######## adc_stream_sink ########
adc_stream_sink/cell_classes.png
The bar under the picture is 50 um long.
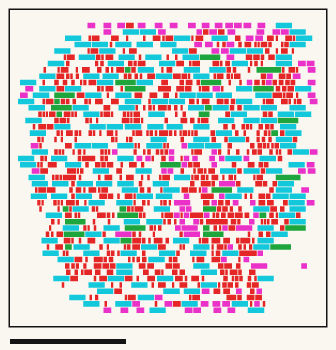

<file path="src/rtl/adc_stream_sink.sv">
// adc_stream_sink
// Avalon-ST sink for the ADC sequencer response stream. Captures one channel,
// converts 12-bit offset-binary samples to 16-bit signed audio, and buffers them
// in a small FIFO with a valid/ready output. Reports FIFO overflow and packet
// framing errors.
// Optional build macro: ADC_SINK_AVG_EN -- averages every 4 matching samples
// into one output sample before the FIFO.
module adc_stream_sink #(
  parameter int CHANNEL    = 1,
  parameter int FIFO_DEPTH = 8,
  parameter int CNT_W      = 16
) (
  input  logic                          clk_clk,
  input  logic                          reset_reset,
  input  logic                          adc_response_valid,
  input  logic                          adc_response_startofpacket,
  input  logic                          adc_response_endofpacket,
  input  logic                          adc_response_empty,
  input  logic [4:0]                    adc_response_channel,
  input  logic [11:0]                   adc_response_data,
  output logic                          sample_valid,
  input  logic                          sample_ready,
  output logic [15:0]                   sample_data,
  output logic [$clog2(FIFO_DEPTH):0]   fifo_level,
  output logic [CNT_W-1:0]              overflow_count,
  output logic                          framing_error,
  input  logic                          clear_status
);

  localparam int            AW      = $clog2(FIFO_DEPTH);
  localparam logic [AW:0]   DEPTH_L = (AW+1)'(FIFO_DEPTH);
  localparam logic [4:0]    CH_L    = 5'(CHANNEL);

  typedef enum logic [0:0] {
    ST_IDLE   = 1'b0,
    ST_IN_PKT = 1'b1
  } frame_state_e;

  // Offset-binary to signed: subtracting 2048 flips the MSB; then scale by 16.
  function automatic logic [15:0] to_audio(input logic [11:0] d);
    return {~d[11], d[10:0], 4'b0000};
  endfunction

  // ---------------------------------------------------------------------------
  // Beat qualification. The empty field carries no information for
  // single-symbol beats; it is folded in as a no-op so the port stays connected.
  // ---------------------------------------------------------------------------
  logic beat_valid_s;
  logic match_s;

  assign beat_valid_s = adc_response_valid & (adc_response_empty | 1'b1);
  assign match_s      = beat_valid_s & (adc_response_channel == CH_L);

  // ---------------------------------------------------------------------------
  // Stage 1: conversion register (optionally with 4-sample averaging)
  // ---------------------------------------------------------------------------
  logic        s1_valid_q, s1_valid_d;
  logic [15:0] s1_data_q,  s1_data_d;

`ifdef ADC_SINK_AVG_EN
  logic [13:0] acc_q, acc_d;
  logic [1:0]  cnt_q, cnt_d;
  logic [13:0] acc_sum_s;

  // Accumulate four matching samples and emit their mean on the fourth.
  always_comb begin
    s1_valid_d = 1'b0;
    s1_data_d  = s1_data_q;
    acc_d      = acc_q;
    cnt_d      = cnt_q;
    acc_sum_s  = acc_q + {2'b00, adc_response_data};
    if (match_s) begin
      if (cnt_q == 2'd3) begin
        s1_valid_d = 1'b1;
        s1_data_d  = to_audio(acc_sum_s[13:2]);
        acc_d      = 14'd0;
        cnt_d      = 2'd0;
      end else begin
        acc_d = acc_sum_s;
        cnt_d = cnt_q + 2'd1;
      end
    end else begin
      acc_d = acc_q;
      cnt_d = cnt_q;
    end
  end

  // Accumulator state; reset drops any partial average.
  always_ff @(posedge clk_clk) begin
    if (reset_reset) begin
      acc_q <= 14'd0;
      cnt_q <= 2'd0;
    end else begin
      acc_q <= acc_d;
      cnt_q <= cnt_d;
    end
  end
`else
  // Convert every matching sample individually.
  always_comb begin
    s1_valid_d = 1'b0;
    s1_data_d  = s1_data_q;
    if (match_s) begin
      s1_valid_d = 1'b1;
      s1_data_d  = to_audio(adc_response_data);
    end else begin
      s1_valid_d = 1'b0;
    end
  end
`endif

  // Stage-1 register; its valid bit is a one-cycle push request.
  always_ff @(posedge clk_clk) begin
    if (reset_reset) begin
      s1_valid_q <= 1'b0;
      s1_data_q  <= 16'h0000;
    end else begin
      s1_valid_q <= s1_valid_d;
      s1_data_q  <= s1_data_d;
    end
  end

  // ---------------------------------------------------------------------------
  // Stage 2: output FIFO with registered head
  // ---------------------------------------------------------------------------
  logic [15:0]   mem_q [FIFO_DEPTH];
  logic [15:0]   mem_d [FIFO_DEPTH];
  logic [AW-1:0] wr_ptr_q, wr_ptr_d;
  logic [AW-1:0] rd_ptr_q, rd_ptr_d;
  logic [AW:0]   level_q,  level_d;
  logic          sample_valid_q, sample_valid_d;
  logic [15:0]   sample_data_q,  sample_data_d;
  logic          push_s, pop_s, full_s, push_ok_s, drop_s;

  // Push/pop arbitration, pointer and level update, next head selection.
  always_comb begin
    push_s    = s1_valid_q;
    pop_s     = sample_valid_q & sample_ready;
    full_s    = (level_q == DEPTH_L);
    push_ok_s = push_s & (~full_s | pop_s);
    drop_s    = push_s & full_s & ~pop_s;
    mem_d     = mem_q;
    wr_ptr_d  = wr_ptr_q;
    rd_ptr_d  = rd_ptr_q;
    level_d   = level_q;

    if (push_ok_s) begin
      mem_d[wr_ptr_q] = s1_data_q;
      wr_ptr_d        = wr_ptr_q + 1'b1;
    end else begin
      wr_ptr_d = wr_ptr_q;
    end

    if (pop_s) begin
      rd_ptr_d = rd_ptr_q + 1'b1;
    end else begin
      rd_ptr_d = rd_ptr_q;
    end

    case ({push_ok_s, pop_s})
      2'b10:   level_d = level_q + 1'b1;
      2'b01:   level_d = level_q - 1'b1;
      default: level_d = level_q;
    endcase

    sample_valid_d = (level_d != {(AW+1){1'b0}});
    if (sample_valid_d) begin
      sample_data_d = mem_d[rd_ptr_d];
    end else begin
      sample_data_d = 16'h0000;
    end
  end

  // FIFO storage, pointers and registered head outputs.
  always_ff @(posedge clk_clk) begin
    if (reset_reset) begin
      for (int i = 0; i < FIFO_DEPTH; i++) begin
        mem_q[i] <= 16'h0000;
      end
      wr_ptr_q       <= {AW{1'b0}};
      rd_ptr_q       <= {AW{1'b0}};
      level_q        <= {(AW+1){1'b0}};
      sample_valid_q <= 1'b0;
      sample_data_q  <= 16'h0000;
    end else begin
      mem_q          <= mem_d;
      wr_ptr_q       <= wr_ptr_d;
      rd_ptr_q       <= rd_ptr_d;
      level_q        <= level_d;
      sample_valid_q <= sample_valid_d;
      sample_data_q  <= sample_data_d;
    end
  end

  // ---------------------------------------------------------------------------
  // Framing FSM and status
  // ---------------------------------------------------------------------------
  frame_state_e     state_q, state_d;
  logic             frame_err_s;
  logic [CNT_W-1:0] ovf_q, ovf_d;
  logic             ferr_q, ferr_d;

  // Framing next-state on every valid beat regardless of channel.
  always_comb begin
    state_d     = state_q;
    frame_err_s = 1'b0;
    if (beat_valid_s) begin
      case (state_q)
        ST_IDLE: begin
          if (!adc_response_startofpacket) begin
            frame_err_s = 1'b1;
            state_d     = ST_IDLE;
          end else if (adc_response_endofpacket) begin
            state_d = ST_IDLE;
          end else begin
            state_d = ST_IN_PKT;
          end
        end
        ST_IN_PKT: begin
          if (adc_response_startofpacket) begin
            frame_err_s = 1'b1;
            state_d     = adc_response_endofpacket ? ST_IDLE : ST_IN_PKT;
          end else if (adc_response_endofpacket) begin
            state_d = ST_IDLE;
          end else begin
            state_d = ST_IN_PKT;
          end
        end
        default: begin
          state_d = ST_IDLE;
        end
      endcase
    end else begin
      state_d = state_q;
    end
  end

  // Framing state register.
  always_ff @(posedge clk_clk) begin
    if (reset_reset) begin
      state_q <= ST_IDLE;
    end else begin
      state_q <= state_d;
    end
  end

  // Status update: clear has priority over any event in the same cycle.
  always_comb begin
    ovf_d  = ovf_q;
    ferr_d = ferr_q;
    if (clear_status) begin
      ovf_d  = {CNT_W{1'b0}};
      ferr_d = 1'b0;
    end else begin
      if (drop_s && (ovf_q != {CNT_W{1'b1}})) begin
        ovf_d = ovf_q + 1'b1;
      end else begin
        ovf_d = ovf_q;
      end
      if (frame_err_s) begin
        ferr_d = 1'b1;
      end else begin
        ferr_d = ferr_q;
      end
    end
  end

  // Status registers.
  always_ff @(posedge clk_clk) begin
    if (reset_reset) begin
      ovf_q  <= {CNT_W{1'b0}};
      ferr_q <= 1'b0;
    end else begin
      ovf_q  <= ovf_d;
      ferr_q <= ferr_d;
    end
  end

  assign sample_valid   = sample_valid_q;
  assign sample_data    = sample_data_q;
  assign fifo_level     = level_q;
  assign overflow_count = ovf_q;
  assign framing_error  = ferr_q;

endmodule

</file>
<file path="config.mk">
export PLATFORM = sky130hd
export DESIGN_NAME = adc_stream_sink
export DESIGN_NICKNAME = d
export VERILOG_FILES = /design/src/rtl/adc_stream_sink.sv
export SDC_FILE = /design/constraint.sdc
export NUM_CORES = 1
export LEC_CHECK = 0
export CAP_MARGIN = 5
export CORE_MARGIN = 3
export CORE_UTILIZATION = 47
export CTS_CLUSTER_DIAMETER = 40
export DETAILED_ROUTE_END_ITERATION = 10
export PLACE_DENSITY = 0.67
export SYNTH_ARGS = -nofsm -noshare
export SYNTH_HDL_FRONTEND = slang
export SYNTH_SLANG_ARGS = --single-unit
</file>
<file path="constraint.sdc">
create_clock -name clk_clk -period 2.7 [get_ports clk_clk]
set_input_delay 0.405 -clock clk_clk [delete_from_list [all_inputs] [get_ports clk_clk]]
set_output_delay 0.405 -clock clk_clk [all_outputs]
set_load 0.05 [all_outputs]
</file>
######## inst_fetch_unit ########
`config.mk`:
```
export PLATFORM = sky130hd
export DESIGN_NAME = inst_fetch_unit
export DESIGN_NICKNAME = d
export VERILOG_FILES = /design/src/rtl/inst_fetch_unit_pkg.sv /design/src/rtl/inst_fetch_unit_fetch_fifo.sv /design/src/rtl/inst_fetch_unit.sv
export SDC_FILE = /design/constraint.sdc
export NUM_CORES = 1
export LEC_CHECK = 0
export CAP_MARGIN = 5
export CORE_ASPECT_RATIO = 0.6
export CORE_MARGIN = 5
export CORE_UTILIZATION = 50
export DETAILED_ROUTE_END_ITERATION = 16
export GPL_TIMING_DRIVEN = 0
export PLACE_DENSITY = 0.77
export SLEW_MARGIN = 20
export SYNTH_ARGS = -nofsm -noshare
export SYNTH_HDL_FRONTEND = slang
export SYNTH_HIERARCHICAL = 1
export SYNTH_SLANG_ARGS = --single-unit
```
`constraint.sdc`:
```
create_clock -name clk -period 3.9 [get_ports clk]
set_clock_uncertainty 0.2 [all_clocks]
set_input_delay 1.17 -clock clk [delete_from_list [all_inputs] [get_ports clk]]
set_output_delay 1.17 -clock clk [all_outputs]
set_load 0.02 [all_outputs]
```
`src/rtl/inst_fetch_unit_pkg.sv`:
```
// Shared definitions for the instruction fetch front end: reset PC default,
// instruction width, fetch state encodings and the prefetch entry layout.
package inst_fetch_unit_pkg;

   localparam int          INST_W           = 32;
   localparam logic [31:0] RESET_PC_DEFAULT = 32'h0000_0000;
   localparam logic [31:0] PC_STEP          = 32'd4;

   typedef enum logic {
      FETCH = 1'b0,
      FLUSH = 1'b1
   } fetch_state_e;

   typedef struct packed {
      logic [INST_W-1:0] data;
      logic [31:0]       pc;
   } fetch_entry_t;

   // Clear the byte offset so every fetch address is a word address
   function automatic logic [31:0] word_align(input logic [31:0] addr);
      return addr & 32'hFFFF_FFFC;
   endfunction

endpackage

```
`src/rtl/inst_fetch_unit_fetch_fifo.sv`:
```
// Small synchronous FIFO used both for the request PC tags and for the
// prefetched {data, pc} entries. Flush empties it in one cycle and takes
// priority over a push or pop in the same cycle. Depth must be a power of two.
module fetch_fifo #(
   parameter int  DEPTH = 2,
   parameter int  WIDTH = 32,
   localparam int PTR_W = $clog2(DEPTH),
   localparam int CNT_W = PTR_W + 1
) (
   input  logic             clk,
   input  logic             rst,
   input  logic             flush,
   input  logic             push,
   input  logic [WIDTH-1:0] push_data,
   input  logic             pop,
   output logic [WIDTH-1:0] head_data,
   output logic [CNT_W-1:0] count
);

   localparam logic [PTR_W-1:0] PTR_ONE = PTR_W'(1);
   localparam logic [CNT_W-1:0] CNT_ONE = CNT_W'(1);

   logic [WIDTH-1:0] mem_q [DEPTH];
   logic [WIDTH-1:0] mem_d [DEPTH];
   logic [PTR_W-1:0] wr_ptr_q, wr_ptr_d;
   logic [PTR_W-1:0] rd_ptr_q, rd_ptr_d;
   logic [CNT_W-1:0] count_q, count_d;

   // Storage and pointers; cleared to zero so the head reads 0 out of reset
   always_ff @(posedge clk or negedge rst) begin
      if (!rst) begin
         for (int i = 0; i < DEPTH; i++) begin
            mem_q[i] <= '0;
         end
         wr_ptr_q <= '0;
         rd_ptr_q <= '0;
         count_q  <= '0;
      end else begin
         mem_q    <= mem_d;
         wr_ptr_q <= wr_ptr_d;
         rd_ptr_q <= rd_ptr_d;
         count_q  <= count_d;
      end
   end

   // Pointer/count update; a simultaneous push and pop leaves the count alone
   always_comb begin
      mem_d    = mem_q;
      wr_ptr_d = wr_ptr_q;
      rd_ptr_d = rd_ptr_q;
      count_d  = count_q;
      if (flush) begin
         wr_ptr_d = '0;
         rd_ptr_d = '0;
         count_d  = '0;
      end else begin
         if (push) begin
            mem_d[wr_ptr_q] = push_data;
            wr_ptr_d        = wr_ptr_q + PTR_ONE;
         end
         if (pop) begin
            rd_ptr_d = rd_ptr_q + PTR_ONE;
         end
         if (push && !pop) begin
            count_d = count_q + CNT_ONE;
         end else if (pop && !push) begin
            count_d = count_q - CNT_ONE;
         end
      end
   end

   assign head_data = mem_q[rd_ptr_q];
   assign count     = count_q;

endmodule

```
`src/rtl/inst_fetch_unit.sv`:
```
// Instruction fetch front end: owns the PC, issues in-order word requests to
// instruction memory, buffers returned words in a prefetch FIFO and hands
// them to the datapath. Redirects flush the buffer and discard stale
// in-flight responses.
// Optional feature macro: FETCH_MISALIGN_CHECK_EN adds the fetch_misalign
// output, which latches on a non word-aligned redirect target and halts fetch.
module inst_fetch_unit
   import inst_fetch_unit_pkg::*;
#(
   parameter logic [31:0] RESET_PC   = RESET_PC_DEFAULT,
   parameter int          FIFO_DEPTH = 2
) (
   input  logic              clk,
   input  logic              rst,
   output logic              imem_req_valid,
   input  logic              imem_req_ready,
   output logic [31:0]       imem_req_addr,
   input  logic              imem_rsp_valid,
   input  logic [INST_W-1:0] imem_rsp_data,
   input  logic              redirect_valid,
   input  logic [31:0]       redirect_pc,
   output logic              inst_valid,
   input  logic              inst_ready,
   output logic [INST_W-1:0] inst_data,
   output logic [31:0]       inst_pc
`ifdef FETCH_MISALIGN_CHECK_EN
   ,
   output logic              fetch_misalign
`endif
);

   localparam int             CNT_W     = $clog2(FIFO_DEPTH) + 1;
   localparam logic [CNT_W-1:0] CNT_ONE = CNT_W'(1);
   localparam logic [CNT_W:0] DEPTH_LIM = (CNT_W + 1)'(FIFO_DEPTH);

   fetch_state_e     state_q, state_d;
   logic [31:0]      pc_q, pc_d;
   logic [CNT_W-1:0] outstanding_q, outstanding_d;
   logic [CNT_W-1:0] drop_cnt_q, drop_cnt_d;
   logic             fetch_en_q, fetch_en_d;
   logic             misalign_q, misalign_d;

   logic             misalign_hit;
   logic             req_fire;
   logic             rsp_take;
   logic             rsp_push;
   logic             inst_pop;
   logic [CNT_W:0]   slots_used;
   logic [CNT_W-1:0] tag_count;
   logic [CNT_W-1:0] data_count;
   logic [31:0]      tag_head;
   fetch_entry_t     push_entry;
   fetch_entry_t     head_entry;

`ifdef FETCH_MISALIGN_CHECK_EN
   assign misalign_hit   = redirect_valid && (redirect_pc[1:0] != 2'b00);
   assign fetch_misalign = misalign_q;
`else
   assign misalign_hit   = 1'b0;
`endif

   // A response only counts when something is really in flight; anything
   // arriving with nothing outstanding (e.g. just after reset) is ignored.
   assign req_fire   = imem_req_valid && imem_req_ready;
   assign rsp_take   = imem_rsp_valid && (outstanding_q != '0);
   assign rsp_push   = rsp_take && (drop_cnt_q == '0) && !redirect_valid && (tag_count != '0);
   assign inst_valid = (data_count != '0);
   assign inst_pop   = inst_valid && inst_ready;

   // The slot freed by this cycle's pop is credited immediately, so a
   // two-entry buffer sustains one instruction per cycle with 1-cycle memory.
   assign slots_used = {1'b0, outstanding_q} + {1'b0, data_count} - {{CNT_W{1'b0}}, inst_pop};

   // Fetch state register
   always_ff @(posedge clk or negedge rst) begin
      if (!rst) begin
         state_q <= FETCH;
      end else begin
         state_q <= state_d;
      end
   end

   // PC, in-flight bookkeeping, fetch enable and the sticky misalign flag
   always_ff @(posedge clk or negedge rst) begin
      if (!rst) begin
         pc_q          <= RESET_PC;
         outstanding_q <= '0;
         drop_cnt_q    <= '0;
         fetch_en_q    <= 1'b0;
         misalign_q    <= 1'b0;
      end else begin
         pc_q          <= pc_d;
         outstanding_q <= outstanding_d;
         drop_cnt_q    <= drop_cnt_d;
         fetch_en_q    <= fetch_en_d;
         misalign_q    <= misalign_d;
      end
   end

   // Next state: a redirect enters FLUSH only while stale responses remain
   always_comb begin
      state_d = state_q;
      if (redirect_valid) begin
         state_d = (drop_cnt_d != '0) ? FLUSH : FETCH;
      end else if ((state_q == FLUSH) && (drop_cnt_d == '0)) begin
         state_d = FETCH;
      end
   end

   // Request issue: only in FETCH, never on a redirect cycle, and only with
   // a free buffer slot reserved for the returning word
   always_comb begin
      imem_req_valid = 1'b0;
      if ((state_q == FETCH) && fetch_en_q && !misalign_q && !redirect_valid
          && (slots_used < DEPTH_LIM)) begin
         imem_req_valid = 1'b1;
      end
   end

   // PC advance and outstanding/drop counters; a redirect turns everything
   // still in flight (less a response dropped this cycle) into drops
   always_comb begin
      pc_d          = pc_q;
      outstanding_d = outstanding_q;
      drop_cnt_d    = drop_cnt_q;
      fetch_en_d    = 1'b1;
      misalign_d    = misalign_q | misalign_hit;
      if (req_fire) begin
         pc_d          = pc_q + PC_STEP;
         outstanding_d = outstanding_q + CNT_ONE;
      end
      if (rsp_take) begin
         outstanding_d = outstanding_d - CNT_ONE;
      end
      if (redirect_valid) begin
         pc_d       = word_align(redirect_pc);
         drop_cnt_d = outstanding_d;
      end else if (rsp_take && (drop_cnt_q != '0)) begin
         drop_cnt_d = drop_cnt_q - CNT_ONE;
      end
   end

   assign imem_req_addr = pc_q;
   assign push_entry    = '{data: imem_rsp_data, pc: tag_head};
   assign inst_data     = inst_valid ? head_entry.data : '0;
   assign inst_pc       = inst_valid ? head_entry.pc : '0;

   fetch_fifo #(
      .DEPTH (FIFO_DEPTH),
      .WIDTH (32)
   ) u_tag_fifo (
      .clk       (clk),
      .rst       (rst),
      .flush     (redirect_valid),
      .push      (req_fire),
      .push_data (pc_q),
      .pop       (rsp_push),
      .head_data (tag_head),
      .count     (tag_count)
   );

   fetch_fifo #(
      .DEPTH (FIFO_DEPTH),
      .WIDTH ($bits(fetch_entry_t))
   ) u_data_fifo (
      .clk       (clk),
      .rst       (rst),
      .flush     (redirect_valid),
      .push      (rsp_push),
      .push_data (push_entry),
      .pop       (inst_pop),
      .head_data (head_entry),
      .count     (data_count)
   );

endmodule

```
adc_stream_sink/port_nets.png
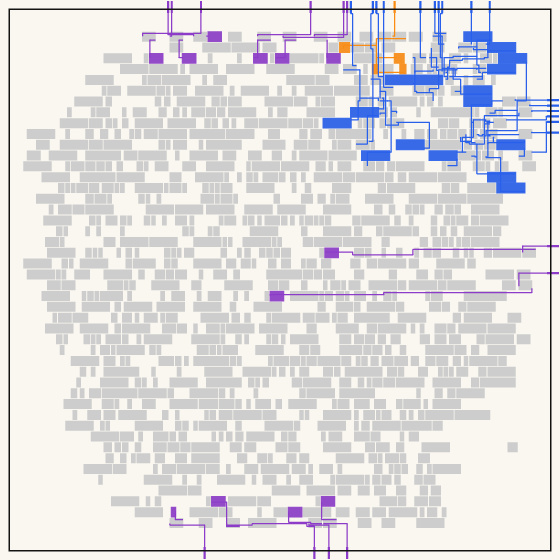
port	color	bits	direction	edge	end cells	wire
adc_response_valid	orange	1	input	north	4	42.9 um
overflow_count	blue	16	output	10 north, 6 east	16	657 um
adc_response_data	purple	12	input	6 north, 4 south, 2 east	12	377 um

About adc_stream_sink/cell_classes.png:
class	color	cells
flops	cyan	186
all other logic	red	637
other buffers and delay cells	magenta	112
clock drivers and dummy loads	green	32

==> flow_metrics.py, adc_stream_sink <==
# Generated from Yosys and OpenROAD reports
metrics = {
    "outcome": {
        "status": "finished, final reports clean",
    },
    "setup_path": {
        "cp_top_family": "AND-OR/OR-AND gates",
        "cp-endpoint": "sample_data[7]$_SDFF_PP0_",
        "worst_path_max_delay_cell": "or3_1",
        "endpoint_kind": "flip-flop",
        "path_cells": "or3_1 -> o2111ai_4 -> buf_4 -> mux2i_1 -> o21ai_0 -> o21ai_0 -> a31oi_1",
    },
    "power": {
        "p_comb_mw": 1.74,
        "power.density_nw_per_um2": 749,
        "p_seq_frac": 0.400,
    },
    "route": {
        "dr.pass1.iters": 5,
    },
    "sta": {
        "max_freq_ghz": 0.416,
        "period_minus_slack_ns": 2.40,
    },
    "worst_hold_path": {
        "hold_depth": 2,
    },
    "synth": {
        "ys_cells": 894,
        "post_synth_ao_oa_area_fraction": 0.166,
        "synth_cells": 894,
    },
    "place": {
        "place_area_um2": 8960,
    },
    "floorplan": {
        "rows": 46,
        "die_w_um": 136,
    },
    "cells_and_area": {
        "fin_util": 0.592,
    },
    "cts": {
        "ctsLongestPathBuffers": 2,
    },
}
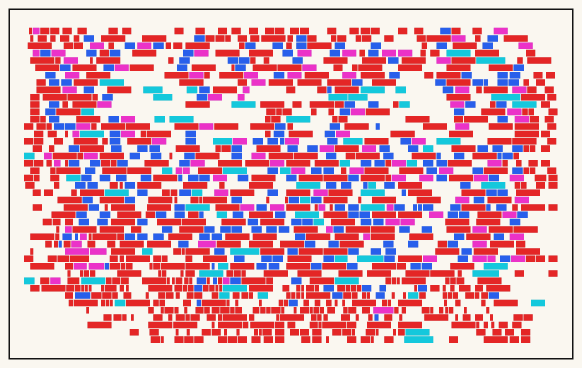
inst_fetch_unit/drive_strength.png
size	color	cells	share	most used
drive 3 to 4	magenta	97	8.8%	mux2_4
drive 1 or less	red	698	63%	dfrtp_1
drive 2	blue	244	22%	mux2_2
drive 6 and up	cyan	61	5.5%	clkbuf_16

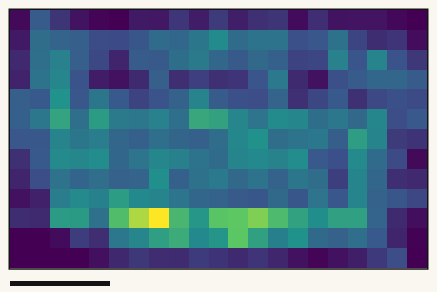
inst_fetch_unit/wire_density.png
The bar under the picture is 50 um long. 21 x 13 tiles, from dark purple (low) to yellow (high), scaled to the fullest tile. Values are wire area over tile area, all layers added.
nearly empty tiles	4.4%
fullest tile	0.56
densest ninth of the die	south
tiles over half the peak	9.9%
mean over tiles	0.17

==> flow_metrics.py, inst_fetch_unit <==
# Generated from Yosys and OpenROAD reports
metrics = {
    "outcome": {
        "status": "finished with violations",
        "violations": "negative setup slack",
    },
    "cells_and_area": {
        "drive_gt1_frac": 0.365,
        "seq_area_frac": 0.398,
        "nFillCells": 1802,
        "final_common_cell": "dfrtp_1",
        "stdcell_area_um2": 14900,
        "bufAreaShareNonClock": 0.151,
    },
    "power": {
        "power_leader": "registers",
    },
    "sta": {
        "finalSetupViolations": 1,
        "setup_ws_ns": -0.198,
        "fin_crit_sh": 1.05,
    },
    "worst_hold_path": {
        "holdCritStartpoint": "u_tag_fifo/mem_q[62]$_DFFE_PN0P_",
    },
    "setup_path": {
        "r2r-end": "u_tag_fifo/mem_q[40]$_DFFE_PN0P_",
        "worst_path_most_repeated_cell": "buf_6",
        "cp_data_required_time_ns": 2.53,
    },
    "cts": {
        "numCtsBuffers": 23,
    },
    "synth": {
        "synthAdderAreaFrac": 0.00702,
        "area_leaders": "dfrtp_1 (50%), mux2_2 (21%), mux2_4 (7.7%)",
    },
    "grt": {
        "grtUsageTotal": 0.213,
        "global_route.usage.met2": 0.322,
    },
    "route": {
        "dr.pass1.iters": 4,
    },
}


==> gallery <==
Congestion heat map.
(a)
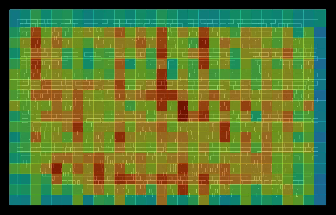
(b)
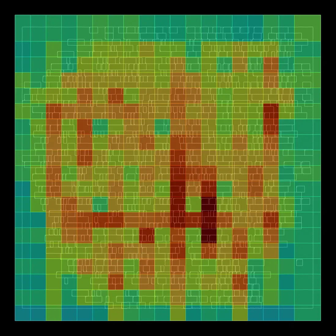
(a) is inst_fetch_unit.
(b) is adc_stream_sink.

Power and IR drop assume default switching activity.
